==================== fifo_axis_drain
Figure 1. Pin map (fifo_axis_drain).
Scale: 6 px per um. Pins as bars across the die edge, other pins in grey.
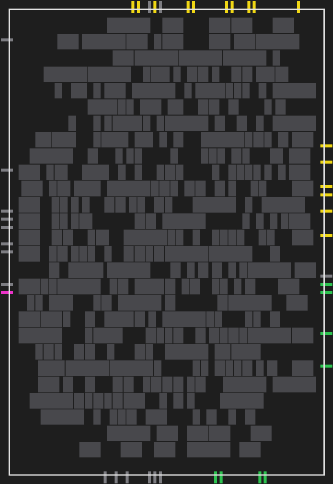

File: src/rtl/fifo_axis_drain.sv
// fifo_axis_drain: show-ahead FIFO to AXI4-Stream master adapter
// with a registered 2-entry head/skid buffer and packet framing.
module fifo_axis_drain #(
    parameter int W         = 8,
    parameter int PKT_BEATS = 4
) (
    input  logic         clk,
    input  logic         reset,
    input  logic         fifo_rd_empty,
    input  logic [W-1:0] fifo_rd_data,
    output logic         fifo_rd_en,
    output logic         m_tvalid,
    input  logic         m_tready,
    output logic [W-1:0] m_tdata,
    output logic         m_tlast,
    input  logic         enable,
    input  logic         flush,
    output logic         pkt_done,
    output logic [15:0]  pkt_count
);

    localparam int BW = (PKT_BEATS > 1) ? $clog2(PKT_BEATS) : 1;
    localparam logic [BW-1:0] LAST_BEAT = BW'(PKT_BEATS - 1);

    typedef enum logic [1:0] {
        EMPTY = 2'd0,
        ONE   = 2'd1,
        TWO   = 2'd2
    } occ_e;

    occ_e          state_q, state_d;
    logic [W:0]    head_q, head_d;
    logic [W:0]    skid_q, skid_d;
    logic [BW-1:0] beat_q, beat_d;
    logic          done_q, done_d;
    logic [15:0]   cnt_q, cnt_d;

    logic          pop;
    logic          xfer;
    logic [W:0]    word;

    // Pop decision uses only registered occupancy, never m_tready.
    assign pop  = ~fifo_rd_empty & enable & ~flush & ~reset
                & (state_q != TWO);
    assign xfer = m_tvalid & m_tready;
    assign word = {(beat_q == LAST_BEAT), fifo_rd_data};

    assign fifo_rd_en = pop;
    assign m_tvalid   = (state_q != EMPTY);
    assign m_tdata    = head_q[W-1:0];
    assign m_tlast    = head_q[W];
    assign pkt_done   = done_q;
    assign pkt_count  = cnt_q;

    // Occupancy, buffer routing and beat framing next state.
    always_comb begin
        state_d = state_q;
        head_d  = head_q;
        skid_d  = skid_q;
        beat_d  = beat_q;
        if (flush) begin
            state_d = EMPTY;
            beat_d  = '0;
        end else begin
            if (pop) begin
                beat_d = (beat_q == LAST_BEAT) ? '0 : beat_q + 1'b1;
            end
            unique case (state_q)
                EMPTY: begin
                    if (pop) begin
                        state_d = ONE;
                        head_d  = word;
                    end
                end
                ONE: begin
                    if (pop && xfer) begin
                        head_d = word;
                    end else if (pop) begin
                        state_d = TWO;
                        skid_d  = word;
                    end else if (xfer) begin
                        state_d = EMPTY;
                    end
                end
                TWO: begin
                    if (xfer) begin
                        state_d = ONE;
                        head_d  = skid_q;
                    end
                end
                default: state_d = EMPTY;
            endcase
        end
    end

    // Delivered-packet pulse and counter; a beat taken during a
    // flush cycle still counts because downstream accepted it.
    always_comb begin
        done_d = xfer & m_tlast;
        cnt_d  = cnt_q + {15'd0, done_d};
    end

    // State registers with synchronous reset.
    always_ff @(posedge clk) begin
        if (reset) begin
            state_q <= EMPTY;
            head_q  <= '0;
            skid_q  <= '0;
            beat_q  <= '0;
            done_q  <= 1'b0;
            cnt_q   <= '0;
        end else begin
            state_q <= state_d;
            head_q  <= head_d;
            skid_q  <= skid_d;
            beat_q  <= beat_d;
            done_q  <= done_d;
            cnt_q   <= cnt_d;
        end
    end

endmodule

File: config.mk
export PLATFORM = sky130hd
export DESIGN_NAME = fifo_axis_drain
export DESIGN_NICKNAME = d
export VERILOG_FILES = /design/src/rtl/fifo_axis_drain.sv
export SDC_FILE = /design/constraint.sdc
export NUM_CORES = 1
export LEC_CHECK = 0
export ABC_AREA = 1
export CORE_ASPECT_RATIO = 1.5
export CORE_UTILIZATION = 49
export DETAILED_ROUTE_END_ITERATION = 12
export GPL_ROUTABILITY_DRIVEN = 0
export HOLD_SLACK_MARGIN = 0.05
export PLACE_DENSITY = 0.77
export SLEW_MARGIN = 20
export SYNTH_ARGS = -nofsm -noshare
export SYNTH_HDL_FRONTEND = slang
export SYNTH_SLANG_ARGS = --single-unit
File: constraint.sdc
create_clock -name clk -period 2.9 [get_ports clk]
set_clock_uncertainty 0.15 [all_clocks]
set_input_delay 0.435 -clock clk [delete_from_list [all_inputs] [get_ports clk]]
set_output_delay 0.435 -clock clk [all_outputs]
set_load 0.005 [all_outputs]
==================== sram_async_ctrl
### src/rtl/sram_ctrl_pkg.sv
// Shared types and constants for the async SRAM controller.
// Provides bus widths, the controller state enum and small helpers.
package sram_ctrl_pkg;

  localparam int SRAM_ADDR_W = 17;
  localparam int SRAM_DATA_W = 16;

  typedef enum logic [2:0] {
    ST_IDLE,
    ST_RD,
    ST_TURN,
    ST_WR_SETUP,
    ST_WR_PULSE,
    ST_WR_HOLD
  } sram_ctrl_state_t;

  function automatic int max3(int a, int b, int c);
    int m;
    m = (a > b) ? a : b;
    return (m > c) ? m : c;
  endfunction

  // Expand the two byte enables to a 16-bit lane mask.
  function automatic logic [SRAM_DATA_W-1:0] be_mask(logic [1:0] be);
    return {{8{be[1]}}, {8{be[0]}}};
  endfunction

endpackage

### src/rtl/sram_wait_counter.sv
// Loadable down-counter with terminal-count flag (tc = count is zero).
// Ports: clk, reset_n, load, load_val -> tc. Counts down until zero.
module sram_wait_counter #(
  parameter int W = 2
) (
  input  logic         clk,
  input  logic         reset_n,
  input  logic         load,
  input  logic [W-1:0] load_val,
  output logic         tc
);

  logic [W-1:0] cnt_q, cnt_d;

  always_comb begin
    cnt_d = cnt_q;
    if (load)
      cnt_d = load_val;
    else if (cnt_q != '0)
      cnt_d = cnt_q - 1'b1;
  end

  always_ff @(posedge clk or negedge reset_n) begin
    if (!reset_n) cnt_q <= '0;
    else          cnt_q <= cnt_d;
  end

  assign tc = (cnt_q == '0);

endmodule

### src/rtl/sram_async_ctrl.sv
// Single-word request controller for a 16-bit async SRAM; all outputs registered.
// Ports: clk, reset_n, req_* (valid/ready), rsp_* (read data pulse), sram_* strobes/bus.
module sram_async_ctrl
  import sram_ctrl_pkg::*;
#(
  parameter int RD_CYCLES   = 2,
  parameter int WR_CYCLES   = 2,
  parameter int TURN_CYCLES = 1
) (
  input  logic                   clk,
  input  logic                   reset_n,
  input  logic                   req_valid,
  output logic                   req_ready,
  input  logic                   req_write,
  input  logic [SRAM_ADDR_W-1:0] req_addr,
  input  logic [SRAM_DATA_W-1:0] req_wdata,
  input  logic [1:0]             req_be,
  output logic                   rsp_valid,
  output logic [SRAM_DATA_W-1:0] rsp_rdata,
  output logic [SRAM_ADDR_W-1:0] sram_a,
  output logic [SRAM_DATA_W-1:0] sram_data_to_ram,
  input  logic [SRAM_DATA_W-1:0] sram_data_from_ram,
  output logic                   sram_oe_n,
  output logic                   sram_we_n,
  output logic                   sram_ub_n,
  output logic                   sram_lb_n
);

  if (RD_CYCLES < 1) begin : g_bad_rd
    $error("RD_CYCLES must be >= 1");
  end
  if (WR_CYCLES < 1) begin : g_bad_wr
    $error("WR_CYCLES must be >= 1");
  end
  if (TURN_CYCLES < 0) begin : g_bad_turn
    $error("TURN_CYCLES must be >= 0");
  end

  localparam int CW = $clog2(max3(RD_CYCLES, WR_CYCLES, TURN_CYCLES) + 1);
  localparam logic [CW-1:0] RD_LD   = CW'(RD_CYCLES - 1);
  localparam logic [CW-1:0] WR_LD   = CW'(WR_CYCLES - 1);
  localparam logic [CW-1:0] TURN_LD = CW'(TURN_CYCLES - 1);

  sram_ctrl_state_t state_q, state_d;
  logic                   ready_q, ready_d;
  logic                   rsp_valid_q, rsp_valid_d;
  logic [SRAM_DATA_W-1:0] rdata_q, rdata_d;
  logic [SRAM_ADDR_W-1:0] a_q, a_d;
  logic [SRAM_DATA_W-1:0] dout_q, dout_d;
  logic                   oe_n_q, oe_n_d;
  logic                   we_n_q, we_n_d;
  logic                   ub_n_q, ub_n_d;
  logic                   lb_n_q, lb_n_d;
  logic [1:0]             be_q, be_d;
  logic                   cnt_load;
  logic [CW-1:0]          cnt_val;
  logic                   cnt_tc;

  sram_wait_counter #(.W(CW)) u_wait (
    .clk      (clk),
    .reset_n  (reset_n),
    .load     (cnt_load),
    .load_val (cnt_val),
    .tc       (cnt_tc)
  );

  always_comb begin
    state_d     = state_q;
    ready_d     = 1'b0;
    rsp_valid_d = 1'b0;
    rdata_d     = rdata_q;
    a_d         = a_q;
    dout_d      = dout_q;
    oe_n_d      = oe_n_q;
    we_n_d      = we_n_q;
    ub_n_d      = ub_n_q;
    lb_n_d      = lb_n_q;
    be_d        = be_q;
    cnt_load    = 1'b0;
    cnt_val     = '0;
    unique case (state_q)
      ST_IDLE: begin
        ready_d = 1'b1;
        if (req_valid && ready_q) begin
          ready_d = 1'b0;
          a_d     = req_addr;
          be_d    = req_be;
          if (req_write) begin
            state_d = ST_WR_SETUP;
            dout_d  = req_wdata;
            ub_n_d  = ~req_be[1];
            lb_n_d  = ~req_be[0];
          end else begin
            // Both lanes are always read; be only masks the response.
            state_d  = ST_RD;
            oe_n_d   = 1'b0;
            ub_n_d   = 1'b0;
            lb_n_d   = 1'b0;
            cnt_load = 1'b1;
            cnt_val  = RD_LD;
          end
        end
      end
      ST_RD: begin
        if (cnt_tc) begin
          rsp_valid_d = 1'b1;
          rdata_d     = sram_data_from_ram & be_mask(be_q);
          oe_n_d      = 1'b1;
          ub_n_d      = 1'b1;
          lb_n_d      = 1'b1;
          if (TURN_CYCLES == 0) begin
            state_d = ST_IDLE;
            ready_d = 1'b1;
          end else begin
            state_d  = ST_TURN;
            cnt_load = 1'b1;
            cnt_val  = TURN_LD;
          end
        end
      end
      ST_TURN: begin
        if (cnt_tc) begin
          state_d = ST_IDLE;
          ready_d = 1'b1;
        end
      end
      ST_WR_SETUP: begin
        state_d  = ST_WR_PULSE;
        we_n_d   = 1'b0;
        cnt_load = 1'b1;
        cnt_val  = WR_LD;
      end
      ST_WR_PULSE: begin
        if (cnt_tc) begin
          state_d = ST_WR_HOLD;
          we_n_d  = 1'b1;
        end
      end
      ST_WR_HOLD: begin
        state_d = ST_IDLE;
        ready_d = 1'b1;
        ub_n_d  = 1'b1;
        lb_n_d  = 1'b1;
      end
      default: state_d = ST_IDLE;
    endcase
  end

  always_ff @(posedge clk or negedge reset_n) begin
    if (!reset_n) begin
      state_q     <= ST_IDLE;
      ready_q     <= 1'b0;
      rsp_valid_q <= 1'b0;
      rdata_q     <= '0;
      a_q         <= '0;
      dout_q      <= '0;
      oe_n_q      <= 1'b1;
      we_n_q      <= 1'b1;
      ub_n_q      <= 1'b1;
      lb_n_q      <= 1'b1;
      be_q        <= '0;
    end else begin
      state_q     <= state_d;
      ready_q     <= ready_d;
      rsp_valid_q <= rsp_valid_d;
      rdata_q     <= rdata_d;
      a_q         <= a_d;
      dout_q      <= dout_d;
      oe_n_q      <= oe_n_d;
      we_n_q      <= we_n_d;
      ub_n_q      <= ub_n_d;
      lb_n_q      <= lb_n_d;
      be_q        <= be_d;
    end
  end

  assign req_ready        = ready_q;
  assign rsp_valid        = rsp_valid_q;
  assign rsp_rdata        = rdata_q;
  assign sram_a           = a_q;
  assign sram_data_to_ram = dout_q;
  assign sram_oe_n        = oe_n_q;
  assign sram_we_n        = we_n_q;
  assign sram_ub_n        = ub_n_q;
  assign sram_lb_n        = lb_n_q;

endmodule

### config.mk
export PLATFORM = sky130hd
export DESIGN_NAME = sram_async_ctrl
export DESIGN_NICKNAME = d
export VERILOG_FILES = /design/src/rtl/sram_ctrl_pkg.sv /design/src/rtl/sram_wait_counter.sv /design/src/rtl/sram_async_ctrl.sv
export SDC_FILE = /design/constraint.sdc
export NUM_CORES = 1
export LEC_CHECK = 0
export ABC_AREA = 1
export ABC_CLOCK_PERIOD_IN_PS = 1900
export CAP_MARGIN = 20
export CORE_MARGIN = 3
export CORE_UTILIZATION = 40
export DETAILED_ROUTE_END_ITERATION = 6
export PLACE_DENSITY = 0.76
export SLEW_MARGIN = 40
export SYNTH_ARGS = -nofsm -noshare
export SYNTH_HDL_FRONTEND = slang
export SYNTH_SLANG_ARGS = --single-unit
### constraint.sdc
create_clock -name clk -period 1.9 [get_ports clk]
set_clock_uncertainty 0.05 [all_clocks]
set_input_delay 0.285 -clock clk [delete_from_list [all_inputs] [get_ports clk]]
set_output_delay 0.285 -clock clk [all_outputs]
set_load 0.05 [all_outputs]
==================== ntt_pe2_ctrl
[src/rtl/ntt_pkg.sv]
// rtl/ntt_pkg.sv - shared constants, widths and FSM state type for the NTT PE2 controller
package ntt_pkg;

    localparam int N          = 256;
    localparam int LOGN       = 8;
    localparam int NUM_STAGES = 7;
    localparam int Q          = 3329;
    localparam int DATA_W     = 12;

    localparam int ADDR_W  = LOGN;
    localparam int TW_W    = LOGN - 1;
    localparam int K_W     = LOGN - 1;
    localparam int STAGE_W = $clog2(LOGN);

    typedef enum logic [1:0] {
        S_IDLE  = 2'd0,
        S_ISSUE = 2'd1,
        S_DRAIN = 2'd2,
        S_DONE  = 2'd3
    } ntt_state_e;

endpackage

[src/rtl/ntt_wb_delay.sv]
// rtl/ntt_wb_delay.sv - D-deep shift register carrying {valid, addr_u, addr_v}
// from the read port to the write-back port.
module ntt_wb_delay #(
    parameter int D  = 5,
    parameter int AW = 8
) (
    input  logic          i_clk,
    input  logic          i_rst,
    input  logic          i_valid,
    input  logic [AW-1:0] i_addr_u,
    input  logic [AW-1:0] i_addr_v,
    output logic          o_valid,
    output logic [AW-1:0] o_addr_u,
    output logic [AW-1:0] o_addr_v
);

    logic [D-1:0]  r_valid;
    logic [AW-1:0] r_addr_u [D];
    logic [AW-1:0] r_addr_v [D];

    always_ff @(posedge i_clk or posedge i_rst) begin
        if (i_rst) begin
            r_valid <= '0;
            for (int i = 0; i < D; i++) begin
                r_addr_u[i] <= '0;
                r_addr_v[i] <= '0;
            end
        end else begin
            r_valid[0]  <= i_valid;
            r_addr_u[0] <= i_addr_u;
            r_addr_v[0] <= i_addr_v;
            for (int i = 1; i < D; i++) begin
                r_valid[i]  <= r_valid[i-1];
                r_addr_u[i] <= r_addr_u[i-1];
                r_addr_v[i] <= r_addr_v[i-1];
            end
        end
    end

    assign o_valid  = r_valid[D-1];
    assign o_addr_u = r_addr_u[D-1];
    assign o_addr_v = r_addr_v[D-1];

endmodule

[src/rtl/ntt_pe2_ctrl.sv]
// rtl/ntt_pe2_ctrl.sv - sequences one PE2 butterfly through an in-place forward NTT,
// issuing u/v/twiddle reads and the latency-matched write-back strobes.
module ntt_pe2_ctrl
    import ntt_pkg::*;
#(
    parameter int RD_LAT = 1,
    parameter int PE_LAT = 4
) (
    input  logic               i_clk,
    input  logic               i_rst,
    input  logic               i_start,
    output logic               o_busy,
    output logic               o_done,
    output logic [STAGE_W-1:0] o_stage,
    output logic               o_rd_en,
    output logic [ADDR_W-1:0]  o_rd_addr_u,
    output logic [ADDR_W-1:0]  o_rd_addr_v,
    output logic [TW_W-1:0]    o_tw_addr,
    output logic               o_wr_en,
    output logic [ADDR_W-1:0]  o_wr_addr_lower,
    output logic [ADDR_W-1:0]  o_wr_addr_upper
);

    localparam int D      = RD_LAT + PE_LAT;
    localparam int DCNT_W = $clog2(D + 1);

    ntt_state_e         r_state, w_state_nxt;
    logic [K_W-1:0]     r_k, w_k_nxt;
    logic [STAGE_W-1:0] r_stage, w_stage_nxt;
    logic [DCNT_W-1:0]  r_dcnt, w_dcnt_nxt;

    logic               w_issue;
    logic [STAGE_W-1:0] w_shift;
    logic [ADDR_W-1:0]  w_kx;
    logic [ADDR_W-1:0]  w_h;
    logic [ADDR_W-1:0]  w_grp;
    logic [ADDR_W-1:0]  w_j;
    logic [ADDR_W-1:0]  w_u;
    logic [ADDR_W-1:0]  w_v;
    logic [TW_W-1:0]    w_tw;

    always_ff @(posedge i_clk or posedge i_rst) begin
        if (i_rst) begin
            r_state <= S_IDLE;
            r_k     <= '0;
            r_stage <= '0;
            r_dcnt  <= '0;
        end else begin
            r_state <= w_state_nxt;
            r_k     <= w_k_nxt;
            r_stage <= w_stage_nxt;
            r_dcnt  <= w_dcnt_nxt;
        end
    end

    always_comb begin
        w_state_nxt = r_state;
        w_k_nxt     = r_k;
        w_stage_nxt = r_stage;
        w_dcnt_nxt  = r_dcnt;
        case (r_state)
            S_IDLE: begin
                w_k_nxt     = '0;
                w_stage_nxt = '0;
                w_dcnt_nxt  = '0;
                if (i_start) begin
                    w_state_nxt = S_ISSUE;
                end
            end
            S_ISSUE: begin
                w_k_nxt = r_k + 1'b1;
                if (r_k == K_W'(N/2 - 1)) begin
                    w_state_nxt = S_DRAIN;
                    w_k_nxt     = '0;
                    w_dcnt_nxt  = '0;
                end
            end
            S_DRAIN: begin
                w_dcnt_nxt = r_dcnt + 1'b1;
                // Last write of the stage lands in this cycle, so the next read is hazard-free.
                if (r_dcnt == DCNT_W'(D - 1)) begin
                    w_dcnt_nxt = '0;
                    if (r_stage == STAGE_W'(NUM_STAGES - 1)) begin
                        w_state_nxt = S_DONE;
                    end else begin
                        w_state_nxt = S_ISSUE;
                        w_stage_nxt = r_stage + 1'b1;
                        w_k_nxt     = '0;
                    end
                end
            end
            S_DONE: begin
                w_state_nxt = S_IDLE;
                w_stage_nxt = '0;
            end
            default: begin
                w_state_nxt = S_IDLE;
            end
        endcase
    end

    // Butterfly span h = 2^shift; group index selects the block and the twiddle.
    always_comb begin
        w_shift = STAGE_W'(LOGN - 1) - r_stage;
        w_kx    = {1'b0, r_k};
        w_h     = ADDR_W'(1) << w_shift;
        w_grp   = w_kx >> w_shift;
        w_j     = w_kx & (w_h - ADDR_W'(1));
        w_u     = ((w_grp << w_shift) << 1) | w_j;
        w_v     = w_u | w_h;
        w_tw    = (TW_W'(1) << r_stage) + w_grp[TW_W-1:0];
    end

    assign w_issue     = (r_state == S_ISSUE);
    assign o_busy      = (r_state != S_IDLE);
    assign o_done      = (r_state == S_DONE);
    assign o_stage     = r_stage;
    assign o_rd_en     = w_issue;
    assign o_rd_addr_u = w_issue ? w_u  : '0;
    assign o_rd_addr_v = w_issue ? w_v  : '0;
    assign o_tw_addr   = w_issue ? w_tw : '0;

    ntt_wb_delay #(
        .D  (D),
        .AW (ADDR_W)
    ) u_wb_delay (
        .i_clk    (i_clk),
        .i_rst    (i_rst),
        .i_valid  (w_issue),
        .i_addr_u (o_rd_addr_u),
        .i_addr_v (o_rd_addr_v),
        .o_valid  (o_wr_en),
        .o_addr_u (o_wr_addr_lower),
        .o_addr_v (o_wr_addr_upper)
    );

endmodule

[config.mk]
export PLATFORM = sky130hd
export DESIGN_NAME = ntt_pe2_ctrl
export DESIGN_NICKNAME = d
export VERILOG_FILES = /design/src/rtl/ntt_pkg.sv /design/src/rtl/ntt_wb_delay.sv /design/src/rtl/ntt_pe2_ctrl.sv
export SDC_FILE = /design/constraint.sdc
export NUM_CORES = 1
export LEC_CHECK = 0
export ABC_AREA = 1
export CAP_MARGIN = 20
export CORE_MARGIN = 5
export CORE_UTILIZATION = 56
export DETAILED_ROUTE_END_ITERATION = 6
export GPL_TIMING_DRIVEN = 0
export PLACE_DENSITY = 0.78
export SLEW_MARGIN = 10
export SYNTH_ARGS = -nofsm -noshare
export SYNTH_HDL_FRONTEND = slang
export SYNTH_SLANG_ARGS = --single-unit
[constraint.sdc]
create_clock -name i_clk -period 3.8 [get_ports i_clk]
set_clock_uncertainty 0.2 [all_clocks]
set_input_delay 0.57 -clock i_clk [delete_from_list [all_inputs] [get_ports i_clk]]
set_output_delay 0.57 -clock i_clk [all_outputs]
set_load 0.01 [all_outputs]
Figure 2. Routing congestion (ntt_pe2_ctrl).
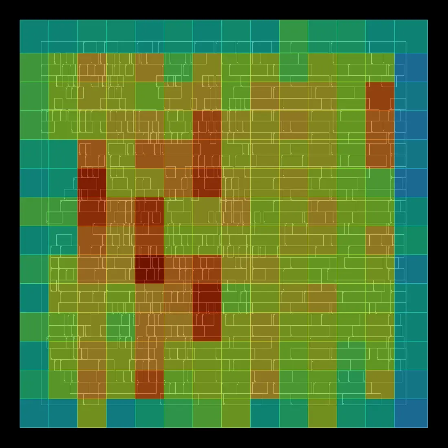
GRT Resource Usage Total: 0.1900
Global Route met2 Usage: 0.3189

==> impl_metrics.ini, ntt_pe2_ctrl <==
; synthesis and place-and-route metrics
[setup_path]
critical_path.cell_chain = inv_1, ha_1, buf_2, clkinv_1, nor3_1, clkdlybuf4s50_1
reg_to_reg_critical_path_startpoint = o_stage[0]$_DFFE_PP0P_
worstSetupStartpointType = flip-flop
critical_path.max_stage_delay_ns = 0.63
worst_ep_required_time_ns = 3.03
timing.rr.end = u_wb_delay.r_addr_v[37]$_DFF_PP0_
cp.depth = 6
cp.buffers_inverters = 4

[status]
status = complete, no violations

[cells_and_area]
final.clkbuf_count = 9
finish.net_count = 509
comb_multi_in = 244
layout_top_cell = sky130_fd_sc_hd__dfrtp_1

[synth]
syn-num-nets = 443
edf_count = 0
ys_sh_adder = 0.05703
ff_type = sky130_fd_sc_hd__dfrtp_1

[detailed_routing]
finalWirelength_um = 8332
top_layer_used = met4
met2WireLength_um = 4255

[placement]
gp_congestion = 0.8694
dp_cells = 572

[grt]
busiest_layer = met2

[floorplan]
core_area_mm2 = 0.007607

[cts]
cts_inserted_buffers = 9

[hold_path]
hold_path_end = u_wb_delay.r_addr_v[9]$_DFF_PP0_

[sta]
finalMaxSlewViolations = 0

[power]
pwr.group.combinational_w = 0.00108
internal-power_w = 0.002034
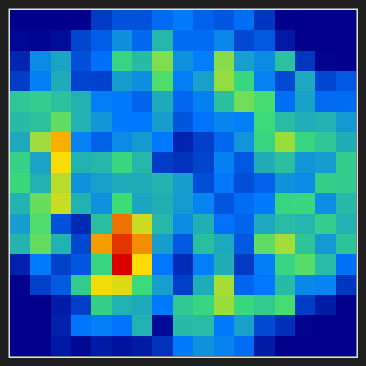
Figure 3: sram_async_ctrl, wiring heat map.
Scale: 4 px per um. 17 x 17 tiles, from dark blue (low) to red (high), scaled to the fullest tile. Values are wire area over tile area, all layers added.
- densest ninth of the die: middle left
- nearly empty tiles: 11%
- fullest tile: 0.47
- mean over tiles: 0.14

==> impl_metrics.ini, sram_async_ctrl <==
; synthesis and place-and-route metrics
[synth]
synth.cellmix.xorXnorShare = 0
synth-simple-area-share = 0.3215
synth_largest_type_area_fraction = 0.5582
yosys-mux-area-fraction = 0
ys_cells = 295
synthesis.instances = 295
yosysChipArea_mm2 = 0.002600
yosysUniqueCellTypes = 23

[floorplan]
well_tap_count = 75
floorplan.initialDensity = 0.4265
die.size.x_um = 86.62
fp-row-count = 28
boundary_pin_count = 110
die-area_mm2 = 0.007503

[cts]
register_clock_pin_slew_on_the_reported_worst_setup_and_hold_paths_ns = 0.07
postCtsResizedCells = 0
insertion_delay_ns = 0.32
cts_inserted_buffers = 9
clockRootBuffer = sky130_fd_sc_hd__clkbuf_8
htree_levels = 3

[grt]
grt_pass1_wl_um = 10770
gr-usage-met1 = 0.2427
grt_pass1_vias = 2321
busiest_layer = met2
global_route.usage.total = 0.1821
gr-total-overflow = 0

[detailed_routing]
top_layer_used = met4
wl_met3_um = 530
post-route-drc-count = 0
routedWlPerCell_um = 13.10
ant_nets = 0

[cells_and_area]
comb_area_frac = 0.2298
finish.net_count = 466
register_share_of_the_cell_area = 0.3922
comb_multi_in = 208
largest_register_ff_count = 17
final.clkbuf_count = 12
antenna-diode-count = 0
drive_above_1_share = 0.09880
clkCellAreaFrac = 0.05422
most_numerous_logic_cells_after_layout = sky130_fd_sc_hd__nand2_1 (145), sky130_fd_sc_hd__clkdlybuf4s50_1 (100), sky130_fd_sc_hd__dfrtp_1 (58)
fin_cells = 490
ff_count = 62
num-nonclk-buffers = 115
finalCoreUtilization = 0.6511

[setup_path]
critical_path.startpoint = sram_a[10]$_DFFE_PN0P_
reg_to_reg_critical_path_startpoint = state_q[0]$_DFFE_PN0P_
cp.buffers_inverters = 1
worstRegToRegCells = 8
cp_max_fo = 2

[placement]
pre_cts_ws_ns = 0.2376
gp_congestion = 0.8778
buffer_ports.inserted = 109

[power]
internal-power_w = 0.004105
comb_power_share = 0.550
power_leader = combinational cells
fin_total_pwr_w = 0.007981

[status]
status = complete, no violations

[hold_path]
hp-class = in2async
Figure 4. Wiring heat map (fifo_axis_drain).
Scale: 4 px per um. 10 x 15 tiles, from dark blue (low) to red (high), scaled to the fullest tile. Values are wire area over tile area, all layers added.
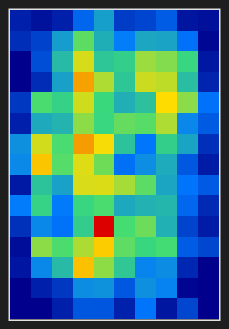
- nearly empty tiles: 6.7%
- tiles over half the peak: 27%
- mean over tiles: 0.15
- fullest tile: 0.43
- densest ninth of the die: centre
- emptiest ninth of the die: lower right

Notes on Figure 1 above:
- `m_tdata`: green (pins 8; direction output; edge 4 right, 4 bottom)
- `fifo_rd_empty`: magenta (pins 1; direction input; edge left)
- `pkt_count`: yellow (pins 16; direction output; edge 10 top, 6 right)
- all pins by edge: 12 top, 11 right, 10 bottom, 9 left

==> impl_metrics.ini, fifo_axis_drain <==
; synthesis and place-and-route metrics
[detailed_routing]
drt_first_iter_violations = 36
ant_nets = 0
finalWirelength_um = 3743

[cells_and_area]
final-comb-area_um2 = 868.3
clkCellAreaFrac = 0.04195
drive_above_1_share = 0.06796
buffer_area_frac = 0.1783
finalCoreUtilization = 0.6540
largest_cell_class = multi-input combinational cells
fin_cells = 352
ff_count = 39
comb_area_frac = 0.3639
most_numerous_logic_cells_after_layout = sky130_fd_sc_hd__nand2_1 (45), sky130_fd_sc_hd__clkdlybuf4s50_1 (41), sky130_fd_sc_hd__inv_1 (40)
syn2layout_area_growth_pct = 28.59
final.clkbuf_count = 8

[floorplan]
die-area_mm2 = 0.004042
well_tap_count = 43
floorplan.initialDensity = 0.5086
boundary_pin_count = 42

[status]
status = complete, no violations

[power]
power_leader = registers
sw_frac_of_total = 0.2193
power_leakage_nw = 0.9219
pwr.group.combinational_w = 0.0000738
fin_total_pwr_w = 0.001018
peakVddDrop_mv = 0.3277
switchingPower_w = 0.0002231

[synth]
synthesis.instances = 265
ys_cells = 265
synth-simple-area-share = 0.2589
netlist_top_cells_area = sky130_fd_sc_hd__dfxtp_1 (42%), sky130_fd_sc_hd__nand2_1 (9.1%), sky130_fd_sc_hd__inv_1 (8.1%)
synth_largest_type_area_fraction = 0.4208
most_common_cell = sky130_fd_sc_hd__nand2_1
synth.ff_latch_count = 39
post_synth_ao_oa_area_fraction = 0.1679
synth_top_cell_by_area = sky130_fd_sc_hd__dfxtp_1
syn-mean-instance-area_um2 = 7.002

[cts]
cts.sinks = 39
cts.hold.buffers_added = 0

[setup_path]
cp_max_fo = 6
critical_path.startpoint = flush
critical_path.max_stage_delay_ns = 0.52
critPathCapture = fifo_rd_en
worstSetupStartpointType = input pin
cp.buffers_inverters = 2
r2r_setup_slk_ns = 0.57
critical_path.cell_chain = clkdlybuf4s50_1, nor2_4, nand2_1, nor2_4, clkdlybuf4s50_1
timing.critical_path.arrival_ns = 1.89

[sta]
period_utilization = 0.8545
setup_repair_after_global_routing_missed_its_margin = false
tightestPinTransition_ns = 0.4840
finalWorstSetupSlack_ns = 0.4218
final.setup.tns_ns = 0
timing.final.hold_violations = 0

[placement]
dp_cells = 344
post_dp_cell_area_mm2 = 0.002286
pre_cts_ws_ns = 0.2597

[grt]
busiest_layer = met2
grt_pass1_wl_um = 6141

==> notes/layouts.md <==
Pictures saved along the way, in no particular order.

Met3 routing.
image #1
Scale: 6 px per um. Cells faint in the background.
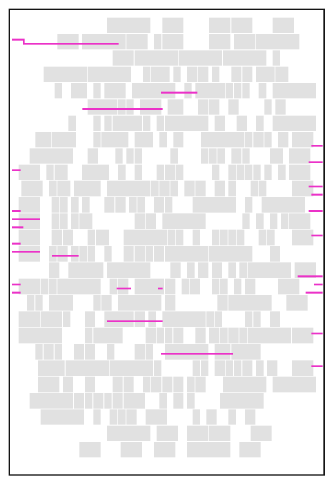
image #2
Scale: 6 px per um. Cells faint in the background.
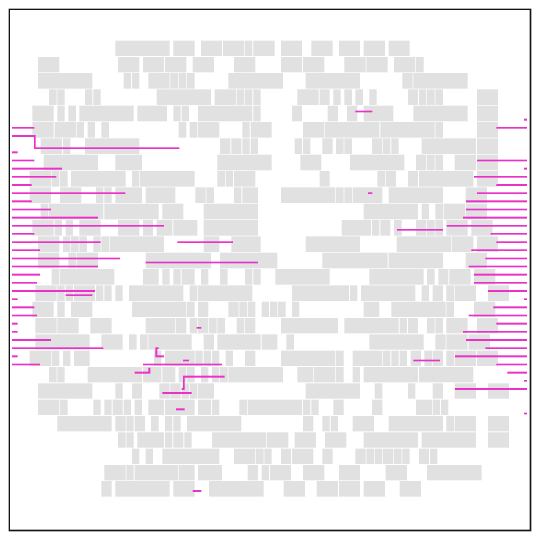
image #3
Scale: 4 px per um. Cells faint in the background.
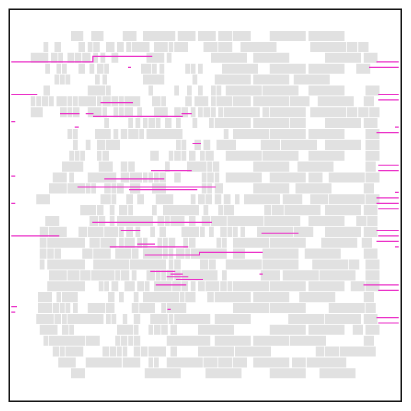
- sram_async_ctrl = image #2
- ntt_pe2_ctrl = image #3
- fifo_axis_drain = image #1

Key to image #2:
- main direction: horizontal
- wire length on this layer: 530 um
- longest straight run: 25.1 um
- share of all routed wire: 8.3%



==> gallery <==
M2 wires.
picture 1
Scale: 6 px per um. Cells faint in the background.
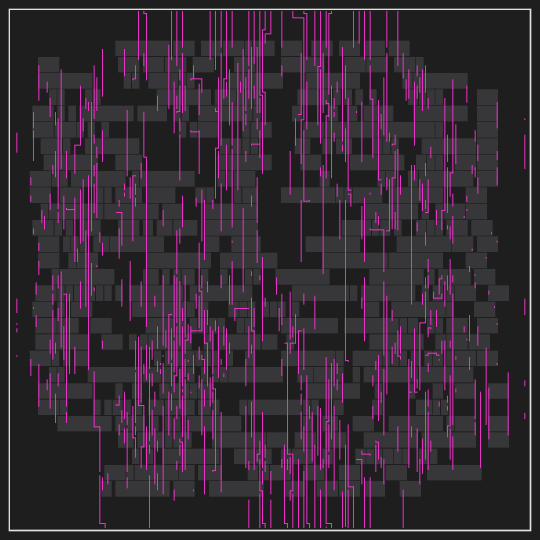
picture 2
Scale: 4 px per um. Cells faint in the background.
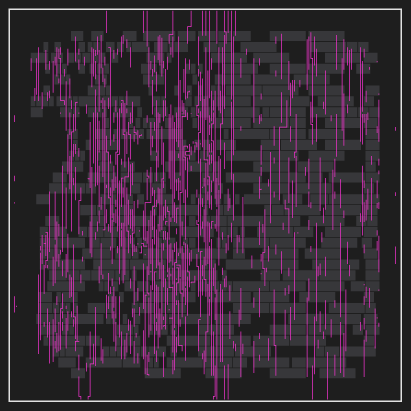
picture 3
Scale: 6 px per um. Cells faint in the background.
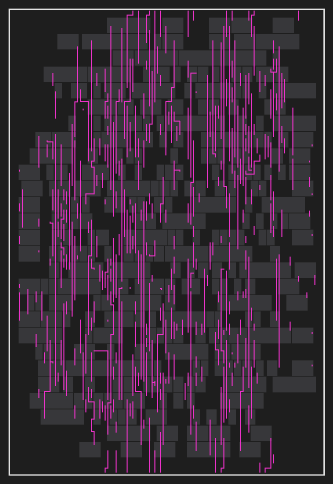
- picture 2 = ntt_pe2_ctrl
- picture 3 = fifo_axis_drain
- picture 1 = sram_async_ctrl
Of these, largest die: picture 2

Key to picture 3:
- wire length on this layer: 1920 um
- longest straight run: 41.8 um
- share of all routed wire: 51%

